# ---- design 1 ----
### Clock routing, design 1

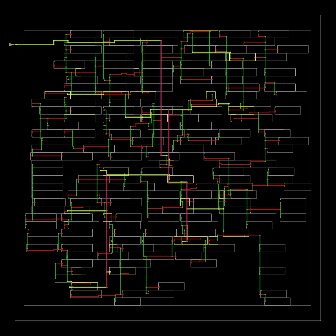

===== config.mk =====
export PLATFORM = sky130hd
export DESIGN_NAME = uart_tx_feeder
export DESIGN_NICKNAME = d
export VERILOG_FILES = /design/src/rtl/uart_pkg.sv /design/src/rtl/byte_fifo.sv /design/src/rtl/uart_tx_feeder.sv
export SDC_FILE = /design/constraint.sdc
export NUM_CORES = 1
export LEC_CHECK = 0
export CORE_MARGIN = 3
export CORE_UTILIZATION = 60
export DETAILED_ROUTE_END_ITERATION = 12
export PLACE_DENSITY = 0.79
export SLEW_MARGIN = 40
export SYNTH_ARGS = -nofsm -noshare
export SYNTH_HDL_FRONTEND = slang
export SYNTH_SLANG_ARGS = --single-unit

===== constraint.sdc =====
create_clock -name clk -period 4.39 [get_ports clk]
set_input_delay 1.0975 -clock clk [delete_from_list [all_inputs] [get_ports clk]]
set_output_delay 1.0975 -clock clk [all_outputs]
set_load 0.02 [all_outputs]

===== src/rtl/uart_pkg.sv =====
// rtl/uart_pkg.sv - shared byte width, CR/LF characters and feeder FSM encoding
package uart_pkg;

  localparam int BYTE_W = 8;

  localparam logic [BYTE_W-1:0] CHAR_CR = 8'h0D;
  localparam logic [BYTE_W-1:0] CHAR_LF = 8'h0A;

  typedef enum logic [1:0] {
    ST_IDLE      = 2'd0,
    ST_LOAD      = 2'd1,
    ST_WAIT_BUSY = 2'd2,
    ST_WAIT_DONE = 2'd3
  } tx_state_e;

endpackage


===== src/rtl/byte_fifo.sv =====
// rtl/byte_fifo.sv - circular byte FIFO with entry count and sticky overflow flag
module byte_fifo
  import uart_pkg::*;
#(
  parameter int DEPTH = 16
) (
  input  logic                     clk,
  input  logic                     rst_n,
  input  logic                     wr_en,
  input  logic [BYTE_W-1:0]        wr_data,
  input  logic                     rd_en,
  output logic [BYTE_W-1:0]        rd_data,
  input  logic                     ovf_clr,
  output logic                     full,
  output logic                     empty,
  output logic [$clog2(DEPTH):0]   level,
  output logic                     overflow
);

  localparam int AW = $clog2(DEPTH);
  localparam logic [AW:0] FULL_CNT = (AW+1)'(DEPTH);

  logic [BYTE_W-1:0] mem_q [DEPTH];
  logic [AW-1:0]     wr_ptr_q, wr_ptr_d;
  logic [AW-1:0]     rd_ptr_q, rd_ptr_d;
  logic [AW:0]       count_q, count_d;
  logic              ovf_q, ovf_d;
  logic              do_wr, do_rd;

  assign full     = (count_q == FULL_CNT);
  assign empty    = (count_q == '0);
  assign level    = count_q;
  assign overflow = ovf_q;
  assign rd_data  = mem_q[rd_ptr_q];

  // A pop in the same cycle frees the slot, so a push into a full FIFO still lands.
  assign do_rd = rd_en && !empty;
  assign do_wr = wr_en && (!full || do_rd);

  always_comb begin
    wr_ptr_d = wr_ptr_q;
    rd_ptr_d = rd_ptr_q;
    count_d  = count_q;
    ovf_d    = ovf_q;
    if (do_wr) wr_ptr_d = wr_ptr_q + 1'b1;
    if (do_rd) rd_ptr_d = rd_ptr_q + 1'b1;
    case ({do_wr, do_rd})
      2'b10:   count_d = count_q + 1'b1;
      2'b01:   count_d = count_q - 1'b1;
      default: count_d = count_q;
    endcase
    if (ovf_clr) begin
      ovf_d = 1'b0;
    end else if (wr_en && !do_wr) begin
      ovf_d = 1'b1;
    end
  end

  always_ff @(posedge clk or negedge rst_n) begin
    if (!rst_n) begin
      wr_ptr_q <= '0;
      rd_ptr_q <= '0;
      count_q  <= '0;
      ovf_q    <= 1'b0;
    end else begin
      wr_ptr_q <= wr_ptr_d;
      rd_ptr_q <= rd_ptr_d;
      count_q  <= count_d;
      ovf_q    <= ovf_d;
    end
  end

  always_ff @(posedge clk) begin
    if (do_wr) mem_q[wr_ptr_q] <= wr_data;
  end

endmodule


===== src/rtl/uart_tx_feeder.sv =====
// rtl/uart_tx_feeder.sv - FIFO-buffered byte feeder handshaking with a UART transmitter
// Optional CRLF_EXPAND_EN: a queued LF is sent as CR then LF, consuming one FIFO entry.
module uart_tx_feeder
  import uart_pkg::*;
#(
  parameter int DEPTH = 16,
  parameter int GUARD = 3
) (
  input  logic                   clk,
  input  logic                   rst_n,
  input  logic                   wr_en,
  input  logic [BYTE_W-1:0]      wr_data,
  output logic                   full,
  output logic                   empty,
  output logic [$clog2(DEPTH):0] level,
  output logic                   overflow,
  input  logic                   ovf_clr,
  output logic                   tx_transmit,
  output logic [BYTE_W-1:0]      tx_byte,
  input  logic                   tx_busy
);

  localparam int GW = (GUARD > 1) ? $clog2(GUARD) : 1;
  localparam logic [GW-1:0] GUARD_LAST = GW'(GUARD - 1);

  tx_state_e         state_q, state_d;
  logic [GW-1:0]     guard_q, guard_d;
  logic              tx_transmit_q, tx_transmit_d;
  logic [BYTE_W-1:0] tx_byte_q, tx_byte_d;
  logic              fifo_rd;
  logic [BYTE_W-1:0] fifo_rd_data;
  logic              fifo_empty;
  logic              have_byte;

  byte_fifo #(
    .DEPTH(DEPTH)
  ) u_fifo (
    .clk      (clk),
    .rst_n    (rst_n),
    .wr_en    (wr_en),
    .wr_data  (wr_data),
    .rd_en    (fifo_rd),
    .rd_data  (fifo_rd_data),
    .ovf_clr  (ovf_clr),
    .full     (full),
    .empty    (fifo_empty),
    .level    (level),
    .overflow (overflow)
  );

  assign empty       = fifo_empty;
  assign tx_transmit = tx_transmit_q;
  assign tx_byte     = tx_byte_q;

`ifdef CRLF_EXPAND_EN
  logic lf_pend_q, lf_pend_d;

  assign have_byte = !fifo_empty || lf_pend_q;
`else
  assign have_byte = !fifo_empty;
`endif

  always_comb begin
    state_d       = state_q;
    guard_d       = guard_q;
    tx_transmit_d = 1'b0;
    tx_byte_d     = tx_byte_q;
    fifo_rd       = 1'b0;
`ifdef CRLF_EXPAND_EN
    lf_pend_d     = lf_pend_q;
`endif
    case (state_q)
      ST_IDLE: begin
        if (have_byte && !tx_busy) state_d = ST_LOAD;
      end
      // Busy is re-checked here so the load pulse never overlaps an active transmission.
      ST_LOAD: begin
        if (!tx_busy) begin
          tx_transmit_d = 1'b1;
          guard_d       = '0;
          state_d       = ST_WAIT_BUSY;
`ifdef CRLF_EXPAND_EN
          if (lf_pend_q) begin
            tx_byte_d = CHAR_LF;
            lf_pend_d = 1'b0;
          end else begin
            fifo_rd = 1'b1;
            if (fifo_rd_data == CHAR_LF) begin
              tx_byte_d = CHAR_CR;
              lf_pend_d = 1'b1;
            end else begin
              tx_byte_d = fifo_rd_data;
            end
          end
`else
          fifo_rd   = 1'b1;
          tx_byte_d = fifo_rd_data;
`endif
        end
      end
      // A transmitter that never acknowledges is assumed to have taken the byte.
      ST_WAIT_BUSY: begin
        if (tx_busy) begin
          state_d = ST_WAIT_DONE;
        end else if (guard_q == GUARD_LAST) begin
          state_d = ST_IDLE;
        end else begin
          guard_d = guard_q + 1'b1;
        end
      end
      ST_WAIT_DONE: begin
        if (!tx_busy) state_d = ST_IDLE;
      end
      default: state_d = ST_IDLE;
    endcase
  end

  always_ff @(posedge clk or negedge rst_n) begin
    if (!rst_n) begin
      state_q       <= ST_IDLE;
      guard_q       <= '0;
      tx_transmit_q <= 1'b0;
      tx_byte_q     <= '0;
    end else begin
      state_q       <= state_d;
      guard_q       <= guard_d;
      tx_transmit_q <= tx_transmit_d;
      tx_byte_q     <= tx_byte_d;
    end
  end

`ifdef CRLF_EXPAND_EN
  always_ff @(posedge clk or negedge rst_n) begin
    if (!rst_n) begin
      lf_pend_q <= 1'b0;
    end else begin
      lf_pend_q <= lf_pend_d;
    end
  end
`endif

endmodule


# ---- design 2 ----
[src/rtl/timer_mode_controller.sv]
// Front-panel controller for the timer/stopwatch/clock/alarm datapath.
// Conditions three buttons, decodes press events and drives mode/sub-FSM commands.
module timer_mode_controller #(
    parameter int DEBOUNCE_CYCLES   = 2,
    parameter int LONG_PRESS_CYCLES = 200,
    parameter int LAP_DEPTH         = 5,
    parameter int RING_CYCLES       = 3000
) (
    input  logic                                 i_clockSignal,
    input  logic                                 i_resetSignal,
    input  logic                                 i_modeInput,
    input  logic                                 i_startOrStop,
    input  logic                                 i_splitOrReset,
    input  logic                                 i_countdownZero,
    input  logic                                 i_alarmMatch,
    output logic [1:0]                           o_mode,
    output logic                                 o_timerLoad,
    output logic                                 o_timerRunning,
    output logic                                 o_timerClear,
    output logic                                 o_stopwatchRunning,
    output logic                                 o_lapCapture,
    output logic [$clog2(LAP_DEPTH > 1 ? LAP_DEPTH : 2)-1:0] o_lapIndex,
    output logic                                 o_lapFull,
    output logic                                 o_stopwatchClear,
    output logic                                 o_clockSetEnable,
    output logic                                 o_alarmArmed,
    output logic                                 o_ringSound
);

    localparam int LAP_W  = $clog2(LAP_DEPTH > 1 ? LAP_DEPTH : 2);
    localparam int DB_W   = $clog2(DEBOUNCE_CYCLES > 1 ? DEBOUNCE_CYCLES : 2);
    localparam int HOLD_W = $clog2(LONG_PRESS_CYCLES > 1 ? LONG_PRESS_CYCLES : 2);
    localparam int RING_W = $clog2(RING_CYCLES > 1 ? RING_CYCLES : 2);

    typedef enum logic [1:0] {T_IDLE, T_RUN, T_PAUSE, T_DONE} t_state_t;
    typedef enum logic {SW_STOP, SW_RUN} sw_state_t;

    // Button index: 0 mode, 1 start/stop, 2 split/reset
    logic [2:0]      r_sync1;
    logic [2:0]      r_sync2;
    logic [2:0]      r_deb;
    logic [2:0]      r_debPrev;
    logic [DB_W-1:0] r_debCnt [3];

    logic [HOLD_W-1:0] r_holdCnt;
    logic              r_longFired;

    t_state_t  r_tState;
    t_state_t  w_tNext;
    sw_state_t r_swState;
    sw_state_t w_swNext;

    logic [1:0]       r_mode;
    logic             r_timerLoad;
    logic             r_timerRunning;
    logic             r_timerClear;
    logic             r_lapCapture;
    logic [LAP_W-1:0] r_lapIndex;
    logic             r_lapFull;
    logic             r_swClear;
    logic             r_clockSet;
    logic             r_alarmArmed;
    logic             r_alarmPrev;
    logic             r_ring;
    logic [RING_W-1:0] r_ringCnt;

    logic w_modeEv;
    logic w_startEv;
    logic w_shortEv;
    logic w_longEv;
    logic w_m;
    logic w_s;
    logic w_sp;
    logic w_lp;
    logic w_btnAny;
    logic w_act;
    logic w_tZero;
    logic w_alarmRise;
    logic w_timerLoad;
    logic w_timerClear;
    logic w_lapCap;
    logic w_swClear;

    // Two-flop synchroniser plus consecutive-sample debouncer per button
    always_ff @(posedge i_clockSignal) begin
        if (i_resetSignal) begin
            r_sync1   <= '0;
            r_sync2   <= '0;
            r_deb     <= '0;
            r_debPrev <= '0;
            for (int b = 0; b < 3; b++) r_debCnt[b] <= '0;
        end else begin
            r_sync1   <= {i_splitOrReset, i_startOrStop, i_modeInput};
            r_sync2   <= r_sync1;
            r_debPrev <= r_deb;
            for (int b = 0; b < 3; b++) begin
                if (r_sync2[b] != r_deb[b]) begin
                    if (r_debCnt[b] == DB_W'(DEBOUNCE_CYCLES - 1)) begin
                        r_deb[b]    <= r_sync2[b];
                        r_debCnt[b] <= '0;
                    end else begin
                        r_debCnt[b] <= r_debCnt[b] + DB_W'(1);
                    end
                end else begin
                    r_debCnt[b] <= '0;
                end
            end
        end
    end

    // Split hold timer: one long event per hold, suppresses the release event
    always_ff @(posedge i_clockSignal) begin
        if (i_resetSignal) begin
            r_holdCnt   <= '0;
            r_longFired <= 1'b0;
        end else if (!r_deb[2]) begin
            r_holdCnt   <= '0;
            r_longFired <= 1'b0;
        end else begin
            if (r_holdCnt != HOLD_W'(LONG_PRESS_CYCLES - 1))
                r_holdCnt <= r_holdCnt + HOLD_W'(1);
            if (w_longEv)
                r_longFired <= 1'b1;
        end
    end

    // Event decode, priority mode > start > split, and ring consumption
    always_comb begin
        w_modeEv    = r_deb[0] & ~r_debPrev[0];
        w_startEv   = r_deb[1] & ~r_debPrev[1];
        w_shortEv   = ~r_deb[2] & r_debPrev[2] & ~r_longFired;
        w_longEv    = r_deb[2] & ~r_longFired &
                      (r_holdCnt == HOLD_W'(LONG_PRESS_CYCLES - 1));
        w_m         = w_modeEv;
        w_s         = w_startEv & ~w_modeEv;
        w_sp        = w_shortEv & ~w_modeEv & ~w_startEv;
        w_lp        = w_longEv & ~w_modeEv & ~w_startEv;
        w_btnAny    = w_modeEv | w_startEv | w_shortEv | w_longEv;
        w_act       = ~r_ring;
        w_tZero     = (r_tState == T_RUN) & i_countdownZero;
        w_alarmRise = i_alarmMatch & ~r_alarmPrev & r_alarmArmed;
    end

    // Timer next-state and command pulses
    always_comb begin
        w_tNext      = r_tState;
        w_timerLoad  = 1'b0;
        w_timerClear = 1'b0;
        if (w_tZero) begin
            w_tNext = T_DONE;
        end else if (w_act && r_mode == 2'd0) begin
            unique case (r_tState)
                T_IDLE: begin
                    if (w_s) begin
                        w_timerLoad = 1'b1;
                        w_tNext     = T_RUN;
                    end else if (w_sp) begin
                        w_timerClear = 1'b1;
                    end
                end
                T_RUN: begin
                    if (w_s) w_tNext = T_PAUSE;
                end
                T_PAUSE: begin
                    if (w_s) begin
                        w_tNext = T_RUN;
                    end else if (w_sp) begin
                        w_timerClear = 1'b1;
                        w_tNext      = T_IDLE;
                    end
                end
                T_DONE: begin
                    if (w_sp) begin
                        w_timerClear = 1'b1;
                        w_tNext      = T_IDLE;
                    end
                end
                default: w_tNext = T_IDLE;
            endcase
        end
    end

    // Stopwatch next-state, lap capture and clear pulses
    always_comb begin
        w_swNext  = r_swState;
        w_lapCap  = 1'b0;
        w_swClear = 1'b0;
        if (w_act && r_mode == 2'd1) begin
            if (w_lp) begin
                w_swNext  = SW_STOP;
                w_swClear = 1'b1;
            end else begin
                unique case (r_swState)
                    SW_STOP: begin
                        if (w_s) w_swNext = SW_RUN;
                        else if (w_sp) w_swClear = 1'b1;
                    end
                    SW_RUN: begin
                        if (w_s) w_swNext = SW_STOP;
                        else if (w_sp && !r_lapFull) w_lapCap = 1'b1;
                    end
                    default: w_swNext = SW_STOP;
                endcase
            end
        end
    end

    // Sub-FSM state registers and registered command pulses
    always_ff @(posedge i_clockSignal) begin
        if (i_resetSignal) begin
            r_tState       <= T_IDLE;
            r_swState      <= SW_STOP;
            r_timerLoad    <= 1'b0;
            r_timerClear   <= 1'b0;
            r_timerRunning <= 1'b0;
            r_lapCapture   <= 1'b0;
            r_swClear      <= 1'b0;
        end else begin
            r_tState       <= w_tNext;
            r_swState      <= w_swNext;
            r_timerLoad    <= w_timerLoad;
            r_timerClear   <= w_timerClear;
            r_timerRunning <= (r_tState == T_RUN) && (w_tNext == T_RUN);
            r_lapCapture   <= w_lapCap;
            r_swClear      <= w_swClear;
        end
    end

    // Lap slot pointer advances after each capture pulse
    always_ff @(posedge i_clockSignal) begin
        if (i_resetSignal || w_swClear) begin
            r_lapIndex <= '0;
            r_lapFull  <= 1'b0;
        end else if (r_lapCapture) begin
            if (r_lapIndex == LAP_W'(LAP_DEPTH - 1))
                r_lapFull <= 1'b1;
            else
                r_lapIndex <= r_lapIndex + LAP_W'(1);
        end
    end

    // Mode rotation, clock-set and alarm-arm levels
    always_ff @(posedge i_clockSignal) begin
        if (i_resetSignal) begin
            r_mode       <= 2'd0;
            r_clockSet   <= 1'b0;
            r_alarmArmed <= 1'b0;
            r_alarmPrev  <= 1'b0;
        end else begin
            r_alarmPrev <= i_alarmMatch;
            if (w_act && w_m)
                r_mode <= r_mode + 2'd1;
            if (w_act && w_m && r_mode == 2'd2)
                r_clockSet <= 1'b0;
            else if (w_act && w_lp && r_mode == 2'd2)
                r_clockSet <= ~r_clockSet;
            if (w_act && r_mode == 2'd3) begin
                if (w_s) r_alarmArmed <= ~r_alarmArmed;
                else if (w_sp) r_alarmArmed <= 1'b0;
            end
        end
    end

    // Buzzer: triggers win over clears and restart the silence timer
    always_ff @(posedge i_clockSignal) begin
        if (i_resetSignal) begin
            r_ring    <= 1'b0;
            r_ringCnt <= '0;
        end else if (w_tZero || w_alarmRise) begin
            r_ring    <= 1'b1;
            r_ringCnt <= '0;
        end else if (r_ring &&
                     (w_btnAny || r_ringCnt == RING_W'(RING_CYCLES - 1))) begin
            r_ring    <= 1'b0;
            r_ringCnt <= '0;
        end else if (r_ring) begin
            r_ringCnt <= r_ringCnt + RING_W'(1);
        end
    end

    assign o_mode             = r_mode;
    assign o_timerLoad        = r_timerLoad;
    assign o_timerRunning     = r_timerRunning;
    assign o_timerClear       = r_timerClear;
    assign o_stopwatchRunning = (r_swState == SW_RUN);
    assign o_lapCapture       = r_lapCapture;
    assign o_lapIndex         = r_lapIndex;
    assign o_lapFull          = r_lapFull;
    assign o_stopwatchClear   = r_swClear;
    assign o_clockSetEnable   = r_clockSet;
    assign o_alarmArmed       = r_alarmArmed;
    assign o_ringSound        = r_ring;

endmodule

[config.mk]
export PLATFORM = sky130hd
export DESIGN_NAME = timer_mode_controller
export DESIGN_NICKNAME = d
export VERILOG_FILES = /design/src/rtl/timer_mode_controller.sv
export SDC_FILE = /design/constraint.sdc
export NUM_CORES = 1
export LEC_CHECK = 0
export CORE_UTILIZATION = 40
export CTS_CLUSTER_SIZE = 40
export DETAILED_ROUTE_END_ITERATION = 8
export DONT_BUFFER_PORTS = 1
export PLACE_DENSITY = 0.65
export SKIP_LAST_GASP = 1
export SLEW_MARGIN = 25
export SYNTH_ARGS = -nofsm -noshare
export SYNTH_HDL_FRONTEND = slang
export SYNTH_SLANG_ARGS = --single-unit
[constraint.sdc]
create_clock -name i_clockSignal -period 5.2 [get_ports i_clockSignal]
set_input_delay 1.04 -clock i_clockSignal [delete_from_list [all_inputs] [get_ports i_clockSignal]]
set_output_delay 1.04 -clock i_clockSignal [all_outputs]
set_load 0.1 [all_outputs]
### Metal 4, design 1

The bar under the picture is 20 um long. Supply wires on this layer in gray. Cells faint in the background.
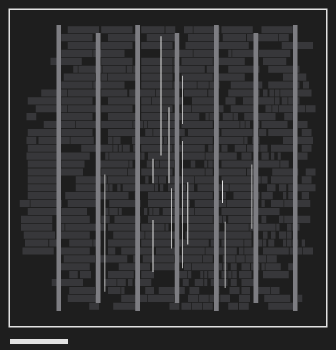
wire length on this layer = 286 um
longest straight run = 43.5 um
nets with wire on the layer = 10
share of all routed wire = 2.1%
main direction = vertical

About 'Clock routing' of design 1:
latest clock arrival within the worst-skew pair: 0.53 ns
worst setup skew after layout: 0.00931 ns
Clock Sinks: 155
Clock Buffer Count: 17
flop count: 155

==> impl_metrics.csv, design 1 <==
group,metric,value,unit
global_routing,first_global_vias,3542,
status,run_status,"complete, no violations",
setup_path,crit-reg2reg-capture,"u_fifo.level[4]",
setup_path,setup.reg_to_reg.worst_slack,1.61,ns
sta,finalHoldWorstSlack,0.497,ns
setup_path,worstPathMaxFanout,6,
placement,cells_after_dpl,516,
cells_and_area,logic_gates,177,
cells_and_area,lay_top_cells,"sky130_fd_sc_hd__edfxtp_1 (128), sky130_fd_sc_hd__mux4_2 (28), sky130_fd_sc_hd__clkdlybuf4s50_1 (28)",
global_routing,grt_usage,0.251,
clock_network,path_clk_slew,0.06,ns
cells_and_area,largest_register_ffs,128,
setup_path,criticalPathCategory,"flop to output port",
synthesis,synthesis.instances,362,
setup_path,slowest_delay,0.62,ns
global_routing,grt_pass1_wl,20700,um
detailed_routing,detail-route-antenna-nets,0,
floorplanning,num_tapcells,133,
placement,place_worst_setup_slack,0.708,ns
cells_and_area,leading_cell_category_by_total_area,"registers",
cells_and_area,fin_cells,548,
sta,grt_setup_unrepaired,"false",
-- design 1: power breakdown --
group          total, mW  switching [mW]  internal (mW)
clock network       1.31           0.562          0.748
logic               1.41           0.711          0.695
registers           2.13           0.286           1.84
-- design 1: cell families after synthesis --
| group | after synthesis | share of synthesized area |
|---|---|---|
| buf+inv | 30 | 0.0215 |
| compound gates | 43 | 0.0456 |
| simple gates | 69 | 0.0555 |
| xor+xnor | 9 | 0.0124 |
| fa+ha+maj | 10 | 0.0209 |
| mux | 46 | 0.131 |
| flops | 155 | 0.713 |
### Clock routing, design 2

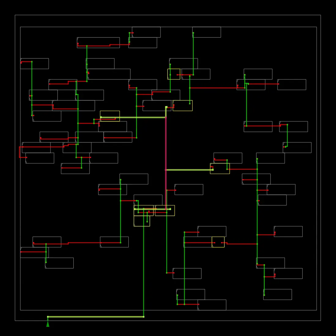
worst setup skew after layout: 0.0109 ns
Clk. pwr: 0.247 mW
Clock Sinks: 54

==> impl_metrics.csv, design 2 <==
group,metric,value,unit
clock_network,path_clk_slew,0.11,ns
global_routing,number_of_antenna_violations_at_the_first_check_in_global_routing,0,
setup_path,worst_setup_path_startpoint,"o_mode[0]",
cells_and_area,num-fill-cells,545,
synthesis,synth.avg_cell_area,9.25,sq um
cells_and_area,clock_buffer_count,5,
cells_and_area,layout.clock.cell_area_share,0.0382,
setup_path,crit-reg2reg-capture,"o_timerRunning",
global_routing,met3_resource_use_gr,0.0437,
power,power.internal,0.532,mW
global_routing,grt_overflow,0,
synthesis,yosys-mux-area-fraction,0.0215,
clock_network,clk_path_buf_depth,2,
detailed_routing,met2WireLength,1810,um
global_routing,grtUsageMet1,0.194,
setup_path,worstPathRequired,4.16,ns
placement,post_dp_cell_area,0.00246,sq mm
setup_path,worst_r2r_path_depth,6,
detailed_routing,route.detailed.drc,0,
synthesis,simple_gate_area_frac,0.280,
power,p_sw_frac,0.239,
power,netSwitchingPower,0.167,mW
sta,hold_viol_final,0,
sta,grt_setup_unrepaired,"false",
global_routing,use_met2,0.239,
power,report.power.total,0.699,mW
synthesis,post-synth-top-area-fraction,0.428,
detailed_routing,detail-route-antenna-nets,0,
synthesis,ys_chip_area,0.00239,sq mm
cells_and_area,comb_area,0.00121,sq mm
clock_network,total_cts_buffers,5,
cells_and_area,nonClkBufAreaFrac,0.00294,
status,run_status,"complete, no violations",
cells_and_area,logic_gates,188,
global_routing,grt_pass1_wl,7510,um
synthesis,synth-edff-count,3,
placement,io_buffer_count,0,
-- design 2: stage by stage --
step           std cells  utilization
6_report             333        0.453
5_1_grt              333        0.453
4_1_cts              333        0.453
3_5_place_dp         325        0.435
3_3_place_gp         325        0.435
2_1_floorplan        260            -
-- design 2: worst reg2reg max path, delay by kind of cell (launching register included) --
kind / cells / cell delay, ns
fa+ha+maj: 1 / 0.27
buf+inv: 1 / 0.21
simple gates: 4 / 0.59
flops: 1 / 1.07

## Gallery

Met1 routing.
Supply wires on this layer in gray.
picture 1
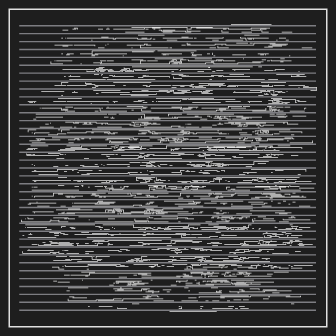
picture 2
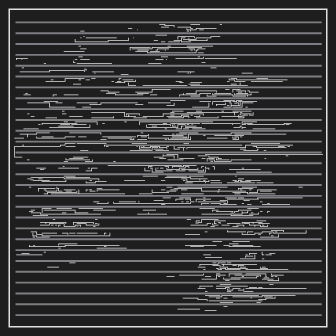
- design 1 = picture 1
- design 2 = picture 2



==> gallery <==
Met2 routing.
shot_01.png
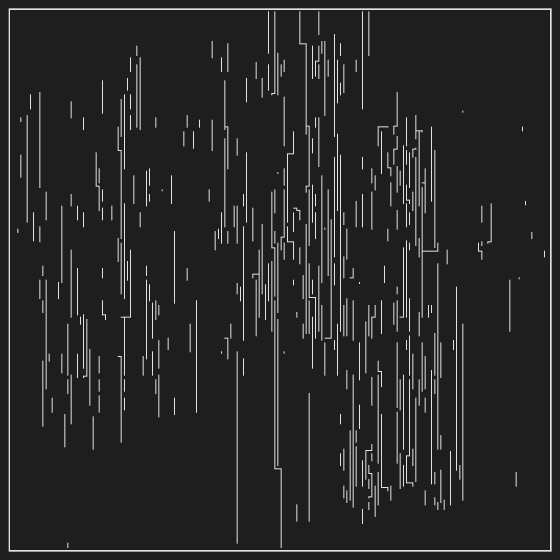
shot_02.png
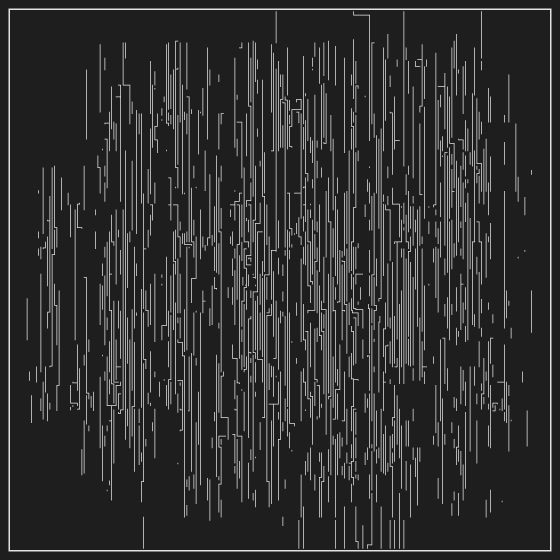
shot_02.png: design 1
shot_01.png: design 2


## Gallery

The metal 3 layer.
Plate I
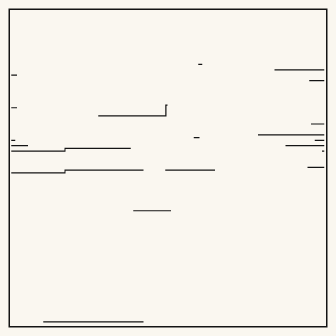
Plate II
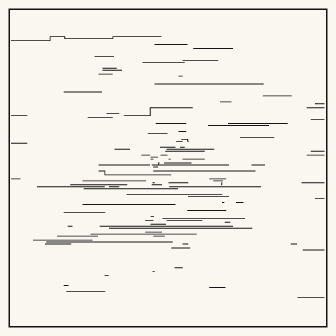
design 1: Plate II
design 2: Plate I

Power figures rest on the tool's default switching activity, not on a simulated workload.
